# design 1

design_1/final_congestion.png
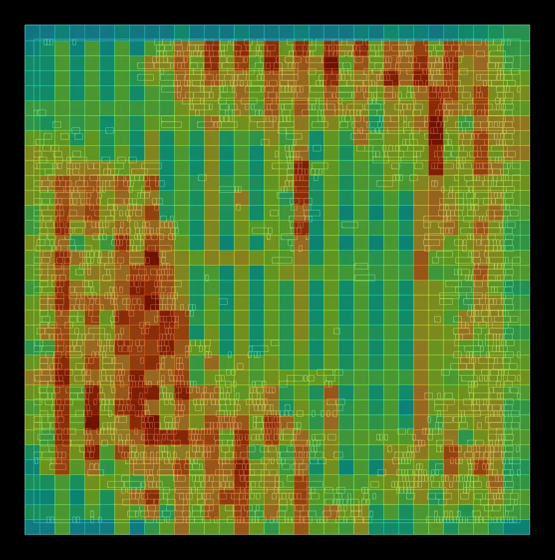

### src/rtl/trap_controller.sv
// Trap controller: chooses between exceptions, interrupts and mret, then
// runs the flush/redirect sequence and supplies the trap CSR write data.
module trap_controller #(
    parameter int N            = 64,
    parameter int FLUSH_CYCLES = 2
) (
    input  logic         clk,
    input  logic         reset,
    input  logic [15:0]  excReq,
    input  logic [N-1:0] excPC,
    input  logic [N-1:0] excTval,
    input  logic [15:0]  irqPending,
    input  logic [15:0]  mieReg,
    input  logic         mstatusMIE,
    input  logic [N-1:0] mtvec,
    input  logic         mretReq,
    input  logic [N-1:0] mepcIn,
    output logic [15:0]  trapTrigger,
    output logic         trapReturn,
    output logic [N-1:0] mcauseOut,
    output logic [N-1:0] mepcOut,
    output logic [N-1:0] mtvalOut,
    output logic         csrTrapWE,
    output logic         flush,
    output logic         redirectValid,
    output logic [N-1:0] redirectPC,
    output logic         busy
);

    typedef enum logic [1:0] {
        IDLE,
        FLUSH,
        REDIRECT
    } state_t;

    localparam logic [3:0]   LAST = 4'(FLUSH_CYCLES - 1);
    localparam logic [N-1:0] LOW2 = N'(3);

    state_t       state, state_nx;
    logic [3:0]   cnt, cnt_nx;
    logic [3:0]   cause_q;
    logic         int_q, ret_q;
    logic [N-1:0] pc_q, tval_q, redir_q;

    logic [15:0]  irq_act;
    logic         exc_any, irq_ok, accept;
    logic [3:0]   exc_cause, irq_cause;
    logic [N-1:0] vec_off;

    function automatic logic [3:0] lowest(input logic [15:0] v);
        logic [3:0] r;
        r = 4'd0;
        for (int i = 15; i >= 0; i--) begin
            if (v[i]) r = 4'(i);
        end
        return r;
    endfunction

    // Platform interrupt order: external, software, timer, then the rest
    function automatic logic [3:0] irq_pick(input logic [15:0] v);
        logic [3:0] r;
        if (v[11])     r = 4'd11;
        else if (v[3]) r = 4'd3;
        else if (v[7]) r = 4'd7;
        else           r = lowest(v);
        return r;
    endfunction

    always_comb begin
        exc_any   = |excReq;
        irq_act   = irqPending & mieReg;
        irq_ok    = mstatusMIE && (|irq_act);
        exc_cause = lowest(excReq);
        irq_cause = irq_pick(irq_act);
        vec_off   = N'({irq_cause, 2'b00});
        accept    = (state == IDLE) && (exc_any || irq_ok || mretReq);
    end

    always_ff @(posedge clk) begin
        if (reset) begin
            state <= IDLE;
            cnt   <= 4'd0;
        end else begin
            state <= state_nx;
            cnt   <= cnt_nx;
        end
    end

    // Trap record; an mret leaves the CSR data untouched
    always_ff @(posedge clk) begin
        if (reset) begin
            cause_q <= 4'd0;
            int_q   <= 1'b0;
            ret_q   <= 1'b0;
            pc_q    <= '0;
            tval_q  <= '0;
            redir_q <= '0;
        end else if (accept) begin
            if (exc_any) begin
                cause_q <= exc_cause;
                int_q   <= 1'b0;
                ret_q   <= 1'b0;
                pc_q    <= excPC;
                tval_q  <= excTval;
                redir_q <= mtvec & ~LOW2;
            end else if (irq_ok) begin
                cause_q <= irq_cause;
                int_q   <= 1'b1;
                ret_q   <= 1'b0;
                pc_q    <= excPC;
                tval_q  <= '0;
                redir_q <= (mtvec & ~LOW2) +
                           ((mtvec[1:0] == 2'b01) ? vec_off : '0);
            end else begin
                ret_q   <= 1'b1;
                redir_q <= mepcIn & ~LOW2;
            end
        end
    end

    always_comb begin
        state_nx      = state;
        cnt_nx        = cnt;
        trapTrigger   = 16'd0;
        trapReturn    = 1'b0;
        csrTrapWE     = 1'b0;
        flush         = 1'b0;
        redirectValid = 1'b0;
        unique case (state)
            IDLE: begin
                cnt_nx = 4'd0;
                if (accept) state_nx = FLUSH;
            end
            FLUSH: begin
                flush = 1'b1;
                if (cnt == 4'd0) begin
                    if (ret_q) begin
                        trapReturn = 1'b1;
                    end else begin
                        trapTrigger = 16'd1 << cause_q;
                        csrTrapWE   = 1'b1;
                    end
                end
                if (cnt == LAST) begin
                    state_nx = REDIRECT;
                    cnt_nx   = 4'd0;
                end else begin
                    cnt_nx = cnt + 4'd1;
                end
            end
            REDIRECT: begin
                redirectValid = 1'b1;
                state_nx      = IDLE;
            end
            default: state_nx = IDLE;
        endcase
    end

    assign busy       = (state != IDLE);
    assign mcauseOut  = {int_q, {(N-5){1'b0}}, cause_q};
    assign mepcOut    = pc_q & ~LOW2;
    assign mtvalOut   = tval_q;
    assign redirectPC = redir_q;

endmodule

### config.mk
export PLATFORM = sky130hd
export DESIGN_NAME = trap_controller
export DESIGN_NICKNAME = d
export VERILOG_FILES = /design/src/rtl/trap_controller.sv
export SDC_FILE = /design/constraint.sdc
export NUM_CORES = 1
export LEC_CHECK = 0
export ABC_AREA = 1
export CAP_MARGIN = 20
export CORE_AREA = 4 4 229 231
export DETAILED_ROUTE_END_ITERATION = 8
export DIE_AREA = 0 0 233 235
export SYNTH_ARGS = -nofsm -noshare
export SYNTH_HDL_FRONTEND = slang
export SYNTH_SLANG_ARGS = --single-unit
### constraint.sdc
create_clock -name clk -period 4.5 [get_ports clk]
set_input_delay 0.9 -clock clk [delete_from_list [all_inputs] [get_ports clk]]
set_output_delay 0.9 -clock clk [all_outputs]
set_load 0.01 [all_outputs]
# design 2

**src/rtl/card_ram_arbiter.sv**
```systemverilog
// card_ram_arbiter
//   Shares the single-port card RAM between the war game datapath units
//   (0 = dealer, 1 = store, 2 = drawer). Round-robin arbitration, one access
//   in flight at a time, per-requester req/ack handshake.
//
// Ports
//   clock, resetn           rising-edge clock, asynchronous active-low reset
//   req, req_we             per-requester request and write flag
//   req_addr, req_wdata     packed per-requester address / write data
//   gnt, ack                one-hot grant (grant..ack) and one-cycle completion
//   rdata                   read data, updated in the ack cycle of a read
//   busy                    high while an access is in progress
//   ram_addr/wdata/we       registered RAM interface
//   ram_rdata               RAM read data, RD_LAT cycles after ram_addr
module card_ram_arbiter #(
    parameter int NREQ   = 3,
    parameter int AW     = 6,
    parameter int DW     = 16,
    parameter int RD_LAT = 1
) (
    input  logic               clock,
    input  logic               resetn,
    input  logic [NREQ-1:0]    req,
    input  logic [NREQ-1:0]    req_we,
    input  logic [NREQ*AW-1:0] req_addr,
    input  logic [NREQ*DW-1:0] req_wdata,
    output logic [NREQ-1:0]    gnt,
    output logic [NREQ-1:0]    ack,
    output logic [DW-1:0]      rdata,
    output logic               busy,
    output logic [AW-1:0]      ram_addr,
    output logic [DW-1:0]      ram_wdata,
    output logic               ram_we,
    input  logic [DW-1:0]      ram_rdata
);

    localparam int IW = (NREQ > 1) ? $clog2(NREQ) : 1;
    localparam int CW = (RD_LAT > 1) ? $clog2(RD_LAT) : 1;

    typedef enum logic [1:0] {IDLE, ISSUE, WAIT, DONE} state_t;

    state_t        state;
    state_t        state_next;
    logic [IW-1:0] last;
    logic [IW-1:0] owner;
    logic          owner_we;
    logic [CW-1:0] wait_cnt;
    logic [IW-1:0] pick;
    logic [IW-1:0] scan;
    logic          any_req;

    // Round-robin pick: first active request after the last serviced one.
    always_comb begin
        any_req = 1'b0;
        pick    = last;
        scan    = last;
        for (int k = 1; k <= NREQ; k++) begin
            scan = IW'((int'(last) + k) % NREQ);
            if (!any_req && req[scan]) begin
                any_req = 1'b1;
                pick    = scan;
            end
        end
    end

    always_comb begin
        state_next = state;
        case (state)
            IDLE:    if (any_req) state_next = ISSUE;
            ISSUE:   state_next = owner_we ? DONE : WAIT;
            WAIT:    if (wait_cnt == '0) state_next = DONE;
            DONE:    state_next = IDLE;
            default: state_next = IDLE;
        endcase
    end

    always_ff @(posedge clock or negedge resetn) begin
        if (!resetn) state <= IDLE;
        else         state <= state_next;
    end

    always_ff @(posedge clock or negedge resetn) begin
        if (!resetn) begin
            gnt       <= '0;
            ack       <= '0;
            rdata     <= '0;
            ram_addr  <= '0;
            ram_wdata <= '0;
            ram_we    <= 1'b0;
            last      <= IW'(NREQ - 1);
            owner     <= '0;
            owner_we  <= 1'b0;
            wait_cnt  <= '0;
        end else begin
            // Write strobe lives only for the ISSUE cycle.
            ram_we <= 1'b0;
            case (state)
                IDLE: begin
                    if (any_req) begin
                        owner     <= pick;
                        owner_we  <= req_we[pick];
                        gnt       <= NREQ'(1) << pick;
                        ram_addr  <= req_addr[int'(pick)*AW +: AW];
                        ram_wdata <= req_wdata[int'(pick)*DW +: DW];
                        ram_we    <= req_we[pick];
                    end
                end
                ISSUE: begin
                    wait_cnt <= CW'(RD_LAT - 1);
                    if (owner_we) ack <= gnt;
                end
                WAIT: begin
                    if (wait_cnt == '0) begin
                        rdata <= ram_rdata;
                        ack   <= gnt;
                    end else begin
                        wait_cnt <= wait_cnt - CW'(1);
                    end
                end
                DONE: begin
                    // Rotate priority so the just-served requester goes last.
                    last <= owner;
                    gnt  <= '0;
                    ack  <= '0;
                end
                default: ;
            endcase
        end
    end

    assign busy = (state != IDLE);

endmodule

```
**config.mk**
```make
export PLATFORM = sky130hd
export DESIGN_NAME = card_ram_arbiter
export DESIGN_NICKNAME = d
export VERILOG_FILES = /design/src/rtl/card_ram_arbiter.sv
export SDC_FILE = /design/constraint.sdc
export NUM_CORES = 1
export LEC_CHECK = 0
export CORE_ASPECT_RATIO = 0.9
export CORE_MARGIN = 1.5
export CORE_UTILIZATION = 45
export DETAILED_ROUTE_END_ITERATION = 10
export PLACE_DENSITY = 0.88
export SYNTH_ARGS = -nofsm -noshare
export SYNTH_HDL_FRONTEND = slang
export SYNTH_SLANG_ARGS = --single-unit
```
**constraint.sdc**
```tcl
create_clock -name clock -period 7.3 [get_ports clock]
set_input_delay 1.46 -clock clock [delete_from_list [all_inputs] [get_ports clock]]
set_output_delay 1.46 -clock clock [all_outputs]
set_load 0.05 [all_outputs]
```
# design 3

`config.mk`:
```
export PLATFORM = sky130hd
export DESIGN_NAME = shift_scheduler
export DESIGN_NICKNAME = d
export VERILOG_FILES = /design/src/rtl/core_config_pkg.sv /design/src/rtl/shift_scheduler_shifter.sv /design/src/rtl/shift_scheduler.sv
export SDC_FILE = /design/constraint.sdc
export NUM_CORES = 1
export LEC_CHECK = 0
export CAP_MARGIN = 20
export CORE_AREA = 5 5 179 181
export CTS_BUF_LIST = sky130_fd_sc_hd__clkbuf_4 sky130_fd_sc_hd__clkbuf_8
export DETAILED_ROUTE_END_ITERATION = 16
export DIE_AREA = 0 0 184 186
export GPL_TIMING_DRIVEN = 0
export PLACE_DENSITY = 0.49
export RECOVER_POWER = 50
export SLEW_MARGIN = 5
export SYNTH_ARGS = -nofsm -noshare
export SYNTH_HDL_FRONTEND = slang
export SYNTH_SLANG_ARGS = --single-unit
export TNS_END_PERCENT = 5
```
`constraint.sdc`:
```
create_clock -name clk -period 1.9 [get_ports clk]
set_clock_uncertainty 0.1 [all_clocks]
set_input_delay 0.38 -clock clk [delete_from_list [all_inputs] [get_ports clk]]
set_output_delay 0.38 -clock clk [all_outputs]
set_load 0.05 [all_outputs]
```
`src/rtl/core_config_pkg.sv`:
```
// Shared core configuration: datapath widths, shift engine rate and the
// scheduler / shifter state encodings.
package core_config_pkg;

   localparam int unsigned XLEN                = 32;
   localparam int unsigned AMT_W               = $clog2(XLEN);
   localparam int unsigned SHIFT_TAG_W         = 5;
   localparam int unsigned MAX_SHIFT_PER_CYCLE = 3;

   typedef enum logic [2:0] {
      IDLE,
      START,
      WAIT,
      RESULT,
      DRAIN
   } shift_sched_state_t;

   typedef enum logic [1:0] {
      SH_IDLE,
      SH_RUN,
      SH_FIN
   } shifter_phase_t;

   typedef struct packed {
      logic [XLEN-1:0]  data;
      logic [AMT_W-1:0] amount;
      logic             left;
      logic             arith;
   } shift_op_t;

   // One partial shift step; arith only matters for right shifts.
   function automatic logic [XLEN-1:0] shift_step(
      input logic [XLEN-1:0]  a,
      input logic [AMT_W-1:0] s,
      input logic             left,
      input logic             arith
   );
      if (left) begin
         return a << s;
      end
      if (arith) begin
         return $unsigned($signed(a) >>> s);
      end
      return a >> s;
   endfunction

endpackage

```
`src/rtl/shift_scheduler_shifter.sv`:
```
// Multi-cycle shifter: moves at most MAX_SHIFT_PER_CYCLE bit positions per
// clock, then registers the result and holds done high until the next start.
module shift_scheduler_shifter
   import core_config_pkg::*;
(
   input  logic            clk,
   input  logic            rst_n,
   input  logic            start,
   input  shift_op_t       op,
   output logic            done,
   output logic [XLEN-1:0] result
);

   shifter_phase_t   phase;
   logic [XLEN-1:0]  acc;
   logic [AMT_W-1:0] remain;
   logic [AMT_W-1:0] step;
   logic             left_q;
   logic             arith_q;

   // Clamp this cycle's step to the per-cycle shift budget.
   always_comb begin
      step = remain;
      if (remain > AMT_W'(MAX_SHIFT_PER_CYCLE)) begin
         step = AMT_W'(MAX_SHIFT_PER_CYCLE);
      end
   end

   always_ff @(posedge clk or negedge rst_n) begin
      if (!rst_n) begin
         phase   <= SH_IDLE;
         acc     <= '0;
         remain  <= '0;
         left_q  <= 1'b0;
         arith_q <= 1'b0;
         done    <= 1'b0;
         result  <= '0;
      end else if (start) begin
         phase   <= SH_RUN;
         acc     <= op.data;
         remain  <= op.amount;
         left_q  <= op.left;
         arith_q <= op.arith;
         done    <= 1'b0;
      end else begin
         case (phase)
            SH_RUN: begin
               if (remain == '0) begin
                  phase <= SH_FIN;
               end else begin
                  acc    <= shift_step(acc, step, left_q, arith_q);
                  remain <= remain - step;
               end
            end
            SH_FIN: begin
               result <= acc;
               done   <= 1'b1;
               phase  <= SH_IDLE;
            end
            SH_IDLE: begin
               phase <= SH_IDLE;
            end
            default: begin
               phase <= SH_IDLE;
            end
         endcase
      end
   end

endmodule

```
`src/rtl/shift_scheduler.sv`:
```
// Two-requester round-robin front end for the multi-cycle shifter, with a
// flushable single-outstanding-operation pipeline and a held result port.
module shift_scheduler
   import core_config_pkg::*;
#(
   parameter int unsigned TAG_W = SHIFT_TAG_W
) (
   input  logic                        clk,
   input  logic                        rst_n,
   input  logic                        flush,
   input  logic [1:0]                  req_valid,
   output logic [1:0]                  req_ready,
   input  logic [1:0][XLEN-1:0]        req_data,
   input  logic [1:0][AMT_W-1:0]       req_amount,
   input  logic [1:0]                  req_left,
   input  logic [1:0]                  req_arith,
   input  logic [1:0][TAG_W-1:0]       req_tag,
   output logic                        res_valid,
   input  logic                        res_ready,
   output logic [XLEN-1:0]             res_data,
   output logic [TAG_W-1:0]            res_tag,
   output logic                        res_src,
   output logic                        busy
);

   shift_sched_state_t state;
   shift_op_t          op_q;
   logic [TAG_W-1:0]   tag_q;
   logic               src_q;
   logic               last_grant;
   logic [1:0]         grant;
   logic               sel;
   logic               accept;
   logic               sh_start;
   logic               sh_done;
   logic [XLEN-1:0]    sh_result;

   // Round-robin: a lone requester wins; on contention the one not served last.
   always_comb begin
      grant = 2'b00;
      case (req_valid)
         2'b01:   grant = 2'b01;
         2'b10:   grant = 2'b10;
         2'b11:   grant = last_grant ? 2'b01 : 2'b10;
         default: grant = 2'b00;
      endcase
   end

   always_comb begin
      req_ready = 2'b00;
      if ((state == IDLE) && !flush) begin
         req_ready = grant;
      end
   end

   assign sel      = grant[1];
   assign accept   = |(req_valid & req_ready);
   assign sh_start = (state == START);

   always_ff @(posedge clk or negedge rst_n) begin
      if (!rst_n) begin
         state      <= IDLE;
         op_q       <= '0;
         tag_q      <= '0;
         src_q      <= 1'b0;
         last_grant <= 1'b1;
         res_valid  <= 1'b0;
         res_data   <= '0;
         res_tag    <= '0;
         res_src    <= 1'b0;
         busy       <= 1'b0;
      end else begin
         case (state)
            IDLE: begin
               if (accept) begin
                  op_q.data   <= req_data[sel];
                  op_q.amount <= req_amount[sel];
                  op_q.left   <= req_left[sel];
                  op_q.arith  <= req_arith[sel];
                  tag_q       <= req_tag[sel];
                  src_q       <= sel;
                  last_grant  <= sel;
                  busy        <= 1'b1;
                  state       <= START;
               end
            end
            // The shifter clears its previous done on this start, so START never samples it.
            START: begin
               state <= flush ? DRAIN : WAIT;
            end
            WAIT: begin
               if (flush) begin
                  state <= DRAIN;
               end else if (sh_done) begin
                  res_data  <= sh_result;
                  res_tag   <= tag_q;
                  res_src   <= src_q;
                  res_valid <= 1'b1;
                  state     <= RESULT;
               end
            end
            RESULT: begin
               if (res_ready || flush) begin
                  res_valid <= 1'b0;
                  busy      <= 1'b0;
                  state     <= IDLE;
               end
            end
            // Killed operation: let the shifter finish so its done is known fresh.
            DRAIN: begin
               if (sh_done) begin
                  busy  <= 1'b0;
                  state <= IDLE;
               end
            end
            default: begin
               res_valid <= 1'b0;
               busy      <= 1'b0;
               state     <= IDLE;
            end
         endcase
      end
   end

   shift_scheduler_shifter u_shifter (
      .clk    (clk),
      .rst_n  (rst_n),
      .start  (sh_start),
      .op     (op_q),
      .done   (sh_done),
      .result (sh_result)
   );

endmodule

```
# design 4

--- src/rtl/muldiv_seq.sv ---
// Sequential 32-bit unsigned multiply/divide unit.
// Shift-add multiply and restoring divide, one iteration per cycle over
// 32 cycles. The 32-bit adder sits outside the block and is shared through
// the add_* ports.
module muldiv_seq (
  input  logic        clk,
  input  logic        rst_n,
  input  logic        start,
  input  logic [1:0]  op,
  input  logic [31:0] rs1,
  input  logic [31:0] rs2,
  output logic        busy,
  output logic        done,
  output logic [31:0] result,
  output logic [31:0] add_op1,
  output logic [31:0] add_op2,
  output logic        add_cin,
  input  logic [31:0] add_sum,
  input  logic        add_carry
);

  typedef enum logic [1:0] {
    S_IDLE = 2'd0,
    S_RUN  = 2'd1,
    S_DONE = 2'd2
  } state_e;

  state_e      state_q, state_d;
  logic [4:0]  cnt_q, cnt_d;
  logic [1:0]  op_q, op_d;
  logic [31:0] hi_q, hi_d;       // H for multiply, R for divide
  logic [31:0] lo_q, lo_d;       // L for multiply, Q for divide
  logic [31:0] dv_q, dv_d;       // rs1 for multiply, divisor D for divide
  logic [31:0] result_q, result_d;
  logic        done_q, done_d;
  logic [31:0] rs_s;             // divide: remainder shifted left with next quotient bit

  // Next-state, datapath iteration and shared-adder operand selection.
  always_comb begin
    state_d  = state_q;
    cnt_d    = cnt_q;
    op_d     = op_q;
    hi_d     = hi_q;
    lo_d     = lo_q;
    dv_d     = dv_q;
    result_d = result_q;
    add_op1  = 32'd0;
    add_op2  = 32'd0;
    add_cin  = 1'b0;
    rs_s     = {hi_q[30:0], lo_q[31]};

    case (state_q)
      S_IDLE: begin
        if (start) begin
          op_d    = op;
          cnt_d   = 5'd0;
          hi_d    = 32'd0;
          // Multiply keeps the multiplier in L; divide keeps the dividend in Q.
          lo_d    = op[1] ? rs1 : rs2;
          dv_d    = op[1] ? rs2 : rs1;
          state_d = S_RUN;
        end else begin
          state_d = S_IDLE;
        end
      end

      S_RUN: begin
        cnt_d = cnt_q + 5'd1;
        if (!op_q[1]) begin
          // Shift-add: add rs1 into H when the current multiplier bit is set.
          add_op1 = hi_q;
          add_op2 = dv_q;
          add_cin = 1'b0;
          if (lo_q[0]) begin
            hi_d = {add_carry, add_sum[31:1]};
            lo_d = {add_sum[0], lo_q[31:1]};
          end else begin
            hi_d = {1'b0, hi_q[31:1]};
            lo_d = {hi_q[0], lo_q[31:1]};
          end
        end else begin
          // Restoring divide: trial subtract Rs - D as Rs + ~D + 1.
          add_op1 = rs_s;
          add_op2 = ~dv_q;
          add_cin = 1'b1;
          // R[31] set means Rs is a 33-bit value, always >= D.
          if (hi_q[31] | add_carry) begin
            hi_d = add_sum;
            lo_d = {lo_q[30:0], 1'b1};
          end else begin
            hi_d = rs_s;
            lo_d = {lo_q[30:0], 1'b0};
          end
        end
        if (cnt_q == 5'd31) begin
          state_d  = S_DONE;
          // op[0] picks the upper word: MULHU -> H, REMU -> R.
          result_d = op_q[0] ? hi_d : lo_d;
        end else begin
          state_d  = S_RUN;
        end
      end

      S_DONE: begin
        state_d = S_IDLE;
      end

      default: begin
        state_d = S_IDLE;
      end
    endcase

    done_d = (state_d == S_DONE);
  end

  // State, datapath and output registers with asynchronous clear.
  always_ff @(posedge clk or negedge rst_n) begin
    if (!rst_n) begin
      state_q  <= S_IDLE;
      cnt_q    <= 5'd0;
      op_q     <= 2'd0;
      hi_q     <= 32'd0;
      lo_q     <= 32'd0;
      dv_q     <= 32'd0;
      result_q <= 32'd0;
      done_q   <= 1'b0;
    end else begin
      state_q  <= state_d;
      cnt_q    <= cnt_d;
      op_q     <= op_d;
      hi_q     <= hi_d;
      lo_q     <= lo_d;
      dv_q     <= dv_d;
      result_q <= result_d;
      done_q   <= done_d;
    end
  end

  assign busy   = (state_q != S_IDLE);
  assign done   = done_q;
  assign result = result_q;

endmodule

--- config.mk ---
export PLATFORM = sky130hd
export DESIGN_NAME = muldiv_seq
export DESIGN_NICKNAME = d
export VERILOG_FILES = /design/src/rtl/muldiv_seq.sv
export SDC_FILE = /design/constraint.sdc
export NUM_CORES = 1
export LEC_CHECK = 0
export CAP_MARGIN = 20
export CORE_MARGIN = 2
export CORE_UTILIZATION = 51
export CTS_CLUSTER_DIAMETER = 200
export DETAILED_ROUTE_END_ITERATION = 7
export GPL_TIMING_DRIVEN = 0
export PLACE_DENSITY = 0.83
export SLEW_MARGIN = 10
export SYNTH_ARGS = -nofsm -noshare
export SYNTH_HDL_FRONTEND = slang
export SYNTH_SLANG_ARGS = --single-unit
--- constraint.sdc ---
create_clock -name clk -period 2.5 [get_ports clk]
set_input_delay 0.5 -clock clk [delete_from_list [all_inputs] [get_ports clk]]
set_output_delay 0.5 -clock clk [all_outputs]
set_load 0.01 [all_outputs]
design_2/met3.png
The bar under the picture is 20 um long.
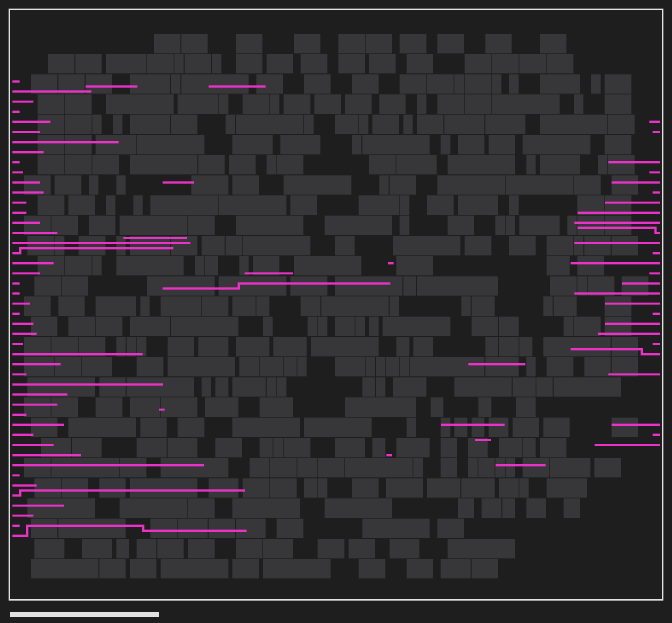
main direction: horizontal
longest straight run: 30.1 um
wire length on this layer: 559 um
share of all routed wire: 7.5%
nets with wire on the layer: 79

design_2/final_congestion.png
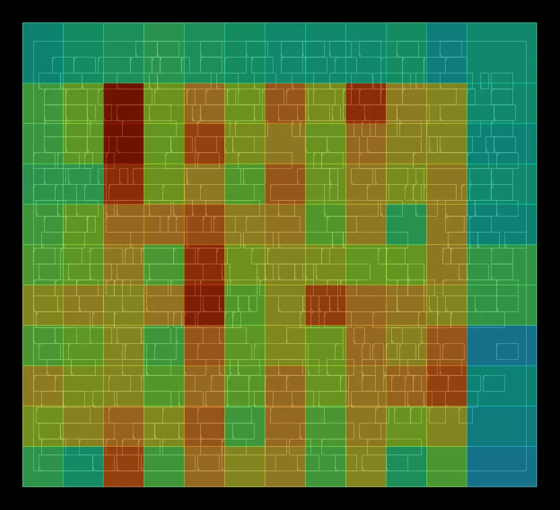
drt wl/cell: 15.5 um
Total GRT Usage: 22.5%
GR Layer Usage met2: 35.6%

==> run_summary.xml, design 2 <==
<?xml version="1.0" encoding="UTF-8"?>
<metrics>
  <group name="worst_setup_path">
    <metric name="crit_fanout" unit="">29</metric>
    <metric name="reg2reg_depth" unit="">8</metric>
    <metric name="worst_path_max_delay_cell" unit="">sky130_fd_sc_hd__o31ai_4</metric>
    <metric name="timing.critical_path.slowest_cell_delay" unit="ns">1.01</metric>
  </group>
  <group name="clocking">
    <metric name="cts.sinks" unit="">52</metric>
  </group>
  <group name="pwr">
    <metric name="leakage" unit="nW">1.91</metric>
  </group>
  <group name="final_timing">
    <metric name="final_max_slew_viol_count" unit="">0</metric>
  </group>
  <group name="logic_synthesis">
    <metric name="avgSynthCellArea" unit="um2">11.1</metric>
    <metric name="ys_cells" unit="">262</metric>
    <metric name="synth-seq-area-share" unit="%">44.7</metric>
    <metric name="edf_count" unit="">0</metric>
    <metric name="post-synth-top-area-cell" unit="">sky130_fd_sc_hd__dfrtp_1</metric>
    <metric name="synth_flop_count" unit="">52</metric>
  </group>
  <group name="layout">
    <metric name="footprint_of_the_multi_input_gates" unit="um2">1390</metric>
    <metric name="comb_area_share" unit="%">31.5</metric>
  </group>
  <group name="drt">
    <metric name="maxUsedRoutingLayer" unit="">met4</metric>
    <metric name="antenna_violating_nets_post_route" unit="">0</metric>
  </group>
  <group name="hold_path">
    <metric name="min_delay_path_depth" unit="">2</metric>
  </group>
  <group name="status">
    <metric name="outcome" unit="">finished clean</metric>
  </group>
  <group name="grt">
    <metric name="met3_usage" unit="%">6.13</metric>
  </group>
</metrics>
design 2: worst register-to-register path, delay by kind of cell, from the launching register on:
kind / cells / cell delay (ns)
multiplexers: 2 / 0.68
flip-flops: 1 / 0.57
AND-OR/OR-AND: 3 / 1.29
buffers and inverters: 1 / 0.35
AND/OR/NAND/NOR: 1 / 0.22
adder cells (fa/ha/maj): 1 / 0.33
design 2: per-stage QoR:
stage	utilization [%]	hold WS, ns	setup slack [ns]
2_1_floorplan	-	0.453	4.01
4_1_cts	71.5	0.500	3.01
3_5_place_dp	69.8	0.473	2.69
5_1_grt	71.5	0.526	2.85
3_3_place_gp	69.8	0.469	2.81
6_report	71.5	0.495	3.01
design 2: worst max-delay path by stage:
stage	from	endpoint
global route	req[1]	gnt[0]$_DFFE_PN0P_
global placement	req[1]	gnt[0]$_DFFE_PN0P_
floorplan	req[0]	ram_addr[0]$_DFFE_PN0P_
detailed placement	req[1]	gnt[0]$_DFFE_PN0P_
finish	req[1]	gnt[0]$_DFFE_PN0P_
CTS	req[1]	gnt[0]$_DFFE_PN0P_
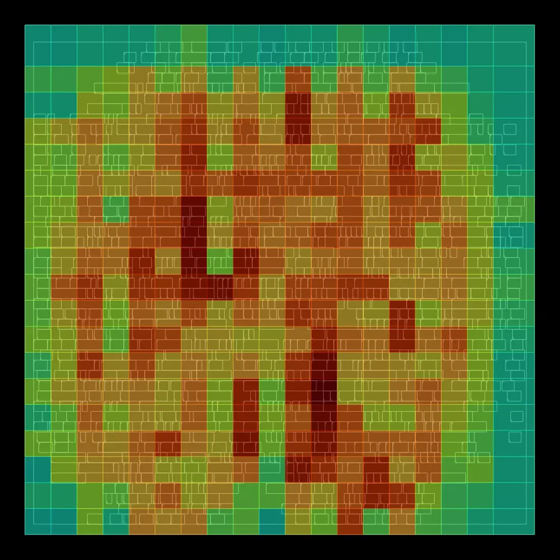
design_4/final_congestion.png
Total GRT Usage: 29.8%
global routing usage on met3: 7.17%

design_4/clock_map.png
The bar under the picture is 50 um long.
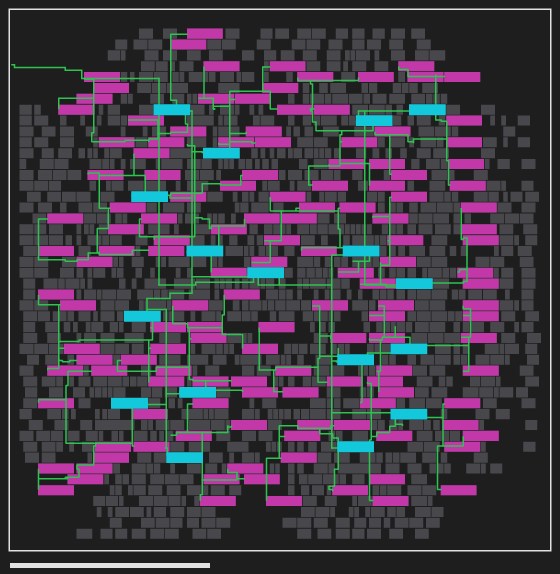
legend:
  magenta:
    item: flip-flops
    count: 138
  green:
    item: clock wires
    length: 1,820 um
  cyan:
    item: cells driving clock nets
    count: 17
flops lie: all over the die

==> run_summary.xml, design 4 <==
<?xml version="1.0" encoding="UTF-8"?>
<metrics>
  <group name="worst_setup_path">
    <metric name="rrSetupSlack" unit="ns">0.25</metric>
    <metric name="crit_path_start_kind" unit="">flip-flop</metric>
    <metric name="timing.critical_path.max_delay_family" unit="">buffers and inverters</metric>
    <metric name="timing.critical_path.slowest_cell_delay" unit="ns">0.39</metric>
  </group>
  <group name="final_timing">
    <metric name="grt_setup_unrepaired" unit="">false</metric>
    <metric name="final.min_clock_period" unit="ns">2.46</metric>
  </group>
  <group name="pwr">
    <metric name="net-switching-power" unit="mW">6.87</metric>
    <metric name="power_per_cell_area" unit="nW/um2">1400</metric>
    <metric name="p_sw_share" unit="%">42.2</metric>
    <metric name="power_sequential" unit="mW">4.43</metric>
  </group>
  <group name="drt">
    <metric name="dr_total_vias" unit="">8085</metric>
    <metric name="maxUsedRoutingLayer" unit="">met4</metric>
  </group>
  <group name="die">
    <metric name="die_h" unit="um">135</metric>
  </group>
  <group name="logic_synthesis">
    <metric name="synth_cell_type_count" unit="">39</metric>
    <metric name="edf_count" unit="">0</metric>
    <metric name="post-synth-top-area-cell" unit="">sky130_fd_sc_hd__dfrtp_1</metric>
    <metric name="floorplan.nets" unit="">1014</metric>
    <metric name="synth-seq-area-share" unit="%">39.4</metric>
  </group>
  <group name="layout">
    <metric name="final_common_cell" unit="">sky130_fd_sc_hd__mux2i_1</metric>
    <metric name="biggest_cell_category_by_area_in_the_final_layout" unit="">combinational gates</metric>
  </group>
  <group name="clocking">
    <metric name="cts-root-to-sink-buffers" unit="">2</metric>
  </group>
  <group name="status">
    <metric name="outcome" unit="">finished clean</metric>
  </group>
</metrics>
## design 4: state kept, by name, indices dropped and copies added, names as in the netlist
name / flops
lo_q: 32
op_q: 2
dv_q: 32
hi_q: 32
done: 1
state_q: 2
cnt_q: 5
result: 32
## design 4: worst max-delay path by stage
stage / startpoint / to / depth (start not counted)
final: state_q[1]$_DFF_PN0_ / add_op2[0] / 6
after global routing: state_q[1]$_DFF_PN0_ / add_op2[0] / 6
after CTS: state_q[1]$_DFF_PN0_ / add_op2[0] / 6
after detailed placement: op_q[1]$_DFFE_PN0N_ / add_op2[0] / 6
after global placement: rst_n / hi_q[26]$_DFFE_PN0P_ / 1
after floorplan: cnt_q[0]$_DFFE_PN0P_ / result[11]$_DFFE_PN0P_ / 8
## design 4: per-stage QoR
stage | setup TNS [ns] | power, mW | utilization [%] | cells
final | 0 | 16.3 | 69.4 | 1358
after global routing | 0 | 17.3 | 69.4 | 1358
after CTS | 0 | 16.2 | 69.3 | 1358
after detailed placement | -0.00863 | 14.3 | 66.2 | 1330
after global placement | -631.16 | 14.1 | 66.1 | 1329
after floorplan | 0 | 10.1 | - | 910
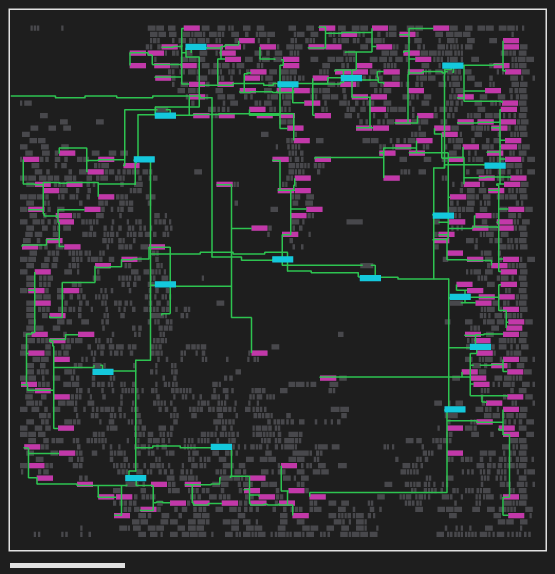
design_1/clock_map.png
The bar under the picture is 50 um long.
legend:
  green:
    item: clock wires
    length: 3,360 um
  cyan:
    item: cells driving clock nets
    count: 17
  magenta:
    item: flip-flops
    count: 200
routed clock nets: 18

design_1/met2.png
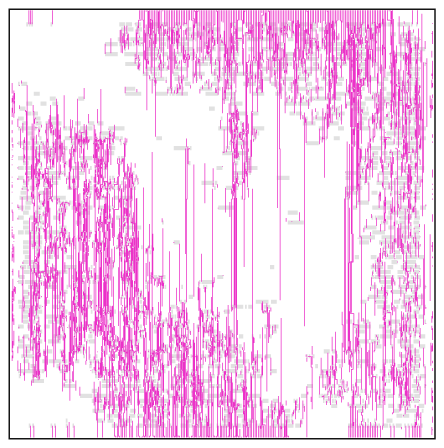
wire length on this layer: 27.0 mm
longest straight run: 117 um
main direction: vertical
nets with wire on the layer: 2,072

About design_1/final_congestion.png:
global routing usage on met3: 5.55%
met1 Resource Use GR: 23.1%

==> run_summary.xml, design 1 <==
<?xml version="1.0" encoding="UTF-8"?>
<metrics>
  <group name="status">
    <metric name="outcome" unit="">finished clean</metric>
  </group>
  <group name="logic_synthesis">
    <metric name="synthesis.instances" unit="">1728</metric>
    <metric name="synth_flop_count" unit="">200</metric>
    <metric name="synth_compound_gate_area_share" unit="%">19.4</metric>
  </group>
  <group name="die">
    <metric name="area_of_the_die" unit="um2">54800</metric>
    <metric name="count_of_inserted_tapcells" unit="">672</metric>
  </group>
  <group name="clocking">
    <metric name="clkSlewWorstSetupHoldPaths" unit="ns">0.08</metric>
    <metric name="cts-resized-gates" unit="">0</metric>
  </group>
  <group name="worst_setup_path">
    <metric name="critPathArrivalTime" unit="ns">4.30</metric>
    <metric name="critical_path_stages" unit="">24</metric>
    <metric name="crit_path_end_kind" unit="">flip-flop</metric>
  </group>
  <group name="drt">
    <metric name="drt_drc_violations_left" unit="">0</metric>
  </group>
  <group name="layout">
    <metric name="mostFrequentLayoutCells" unit="">sky130_fd_sc_hd__clkdlybuf4s50_1, sky130_fd_sc_hd__nand2_1, sky130_fd_sc_hd__nor2_1</metric>
    <metric name="final.clkbuf_count" unit="">17</metric>
  </group>
  <group name="final_timing">
    <metric name="grt_setup_unrepaired" unit="">false</metric>
  </group>
  <group name="hold_path">
    <metric name="worstHoldPathType" unit="">flip-flop to flip-flop</metric>
  </group>
</metrics>
-- design 1: power breakdown --
part	internal, mW	switching, mW
sequential	1.94	0.0966
clock	0.767	0.904
combinational	0.696	0.728
-- design 1: metrics by stage --
stage	total power, mW	hold slack [ns]
final	5.13	0.460
after global routing	5.41	0.483
after CTS	5.21	0.466
after detailed placement	3.51	0.453
after global placement	3.50	0.447
after floorplan	2.69	0.441
-- design 1: routing by layer --
metal | share of wire, % | track usage (%) | vias to the layer above | wire (um)
met1 | 39 | 23.1 | 6115 | 22100
met5 | 0.073 | 0 | - | 41
li1 | - | - | 6545 | -
met2 | 48 | 33.3 | 577 | 27000
met4 | 3.6 | 7.79 | 6 | 2030
met3 | 8.5 | 5.55 | 88 | 4760
-- design 1: synthesized netlist by cell type (all sizes together) --
master,n
o31ai,1
xnor2,7
clkbuf,57
nand2,393
xor2,7
o22ai,2
o21a,11
inv,106
nor2,272
a21o,1
nand3,89
nor3b,5
nand3b,7
a21oi,196
a21boi,1
nor3,42
o21ai,163
conb,1
o211ai,28
dfxtp,200
a31oi,4
or2,10
buf,92
a211oi,2
ha,4
nor4,4
fa,1
clkinv,2
nand4,20
design_3/met2.png
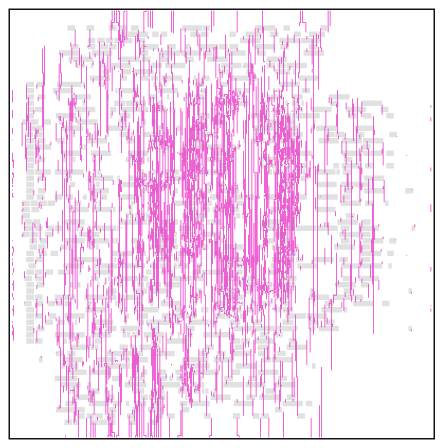
longest straight run: 115 um
nets with wire on the layer: 933
wire length on this layer: 13,900 um
main direction: vertical

design_3/met3.png
The bar under the picture is 50 um long.
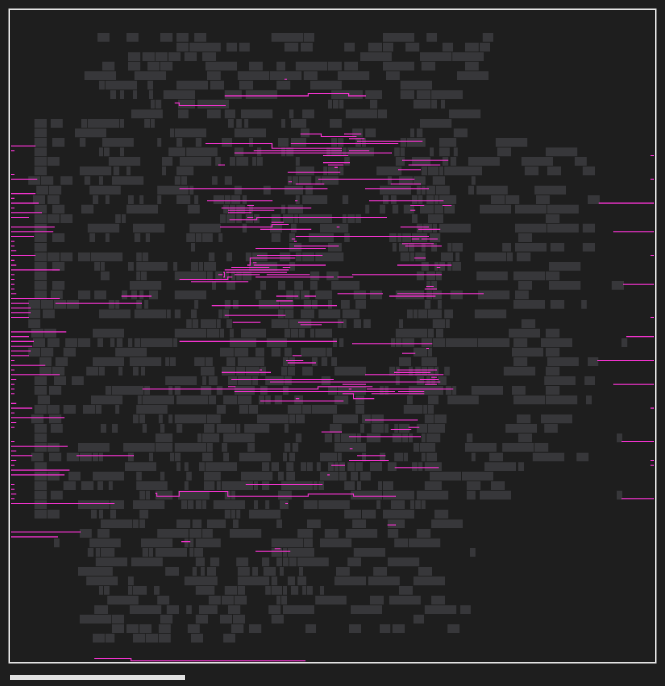
share of all routed wire: 7.3%
nets with wire on the layer: 166
wire length on this layer: 2,250 um

==> run_summary.xml, design 3 <==
<?xml version="1.0" encoding="UTF-8"?>
<metrics>
  <group name="clocking">
    <metric name="worst_skew_pair.late_latency" unit="ns">0.48</metric>
  </group>
  <group name="logic_synthesis">
    <metric name="ys_cells" unit="">861</metric>
    <metric name="floorplan.nets" unit="">956</metric>
    <metric name="avgSynthCellArea" unit="um2">9.98</metric>
    <metric name="post-synth-top-area-cell" unit="">sky130_fd_sc_hd__dfrtp_1</metric>
    <metric name="synth_cell_type_count" unit="">66</metric>
    <metric name="syn_area" unit="um2">8590</metric>
  </group>
  <group name="drt">
    <metric name="totalWireLength" unit="mm">30.9</metric>
    <metric name="drt_iter0_drc" unit="">599</metric>
    <metric name="vias_per_cell" unit="">5.22</metric>
  </group>
  <group name="final_timing">
    <metric name="finalWorstSetupSlack" unit="ns">-0.323</metric>
    <metric name="finalSetupViolCount" unit="">51</metric>
  </group>
  <group name="worst_setup_path">
    <metric name="timing.critical_path.slowest_cell_delay" unit="ns">0.54</metric>
  </group>
  <group name="status">
    <metric name="outcome" unit="">finished, violations left</metric>
    <metric name="violated_checks" unit="">negative setup slack</metric>
  </group>
  <group name="die">
    <metric name="placementRows" unit="">64</metric>
  </group>
  <group name="pwr">
    <metric name="power_frac_seq" unit="%">33.2</metric>
  </group>
</metrics>
design 3: repair_timing:
item | CTS | global route
endpoints found under the setup margin | 200 | 127
hold buffers | 1 | 0
hold endpoints to repair | 76 | 0
gates cloned | 0 | 1
pin swaps | 41 | 19
gates resized | 191 | 72
setup buffers | 20 | 4
design 3: path summary, 6_finish.rpt:
check / end / slack [ns] / cells past startpoint
min in group asynchronous: res_tag[1]$_DFFE_PN0P_ / 0.55 / 2
max reg2reg: u_shifter.acc[17]$_DFFE_PN0P_ / -0.32 / 8
max in group asynchronous: u_shifter.acc[20]$_DFFE_PN0P_ / 0.14 / 3
max: u_shifter.acc[17]$_DFFE_PN0P_ / -0.32 / 8
min reg2reg: res_data[7]$_DFFE_PN0P_ / 0.38 / 1
min: res_data[7]$_DFFE_PN0P_ / 0.38 / 1
design 3: per-stage QoR:
stage / setup TNS, ns / instance area [um2]
3_5_place_dp: -103.34 / 10500
2_1_floorplan: -4.62 / 8600
3_3_place_gp: -1200.87 / 10400
4_1_cts: -8.84 / 11400
6_report: -9.75 / 11600
5_1_grt: -24.74 / 11600

## Gallery

Wiring by layer.
shot_01.png
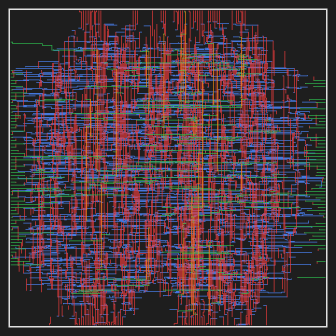
shot_02.png
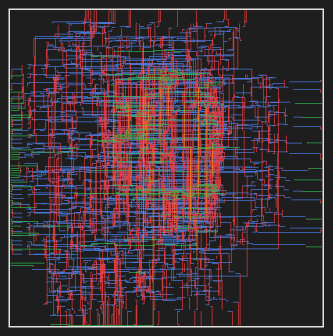
shot_03.png
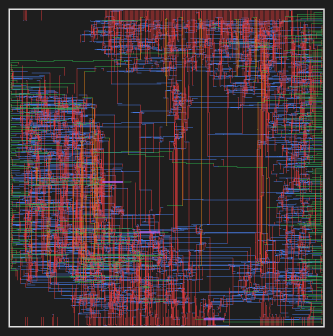
shot_04.png
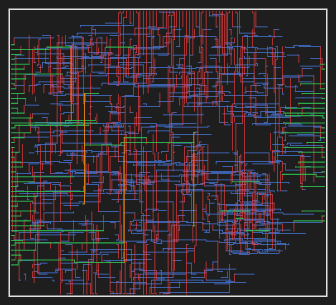
| from | picture |
|---|---|
| design 3 | shot_02.png |
| design 2 | shot_04.png |
| design 1 | shot_03.png |
| design 4 | shot_01.png |
Of these, most wire: shot_03.png
Of these, least wire: shot_04.png

Key to shot_03.png:
legend:
  green:
    layer: met3
    wire_length: 4,760 um
  orange:
    layer: met4
    wire_length: 2,030 um
  red:
    layer: met2
    wire_length: 27.0 mm
  blue:
    layer: met1
    wire_length: 22.1 mm
  purple:
    layer: met5
    wire_length: 41.4 um


Power is estimated from default activity; no workload was simulated.
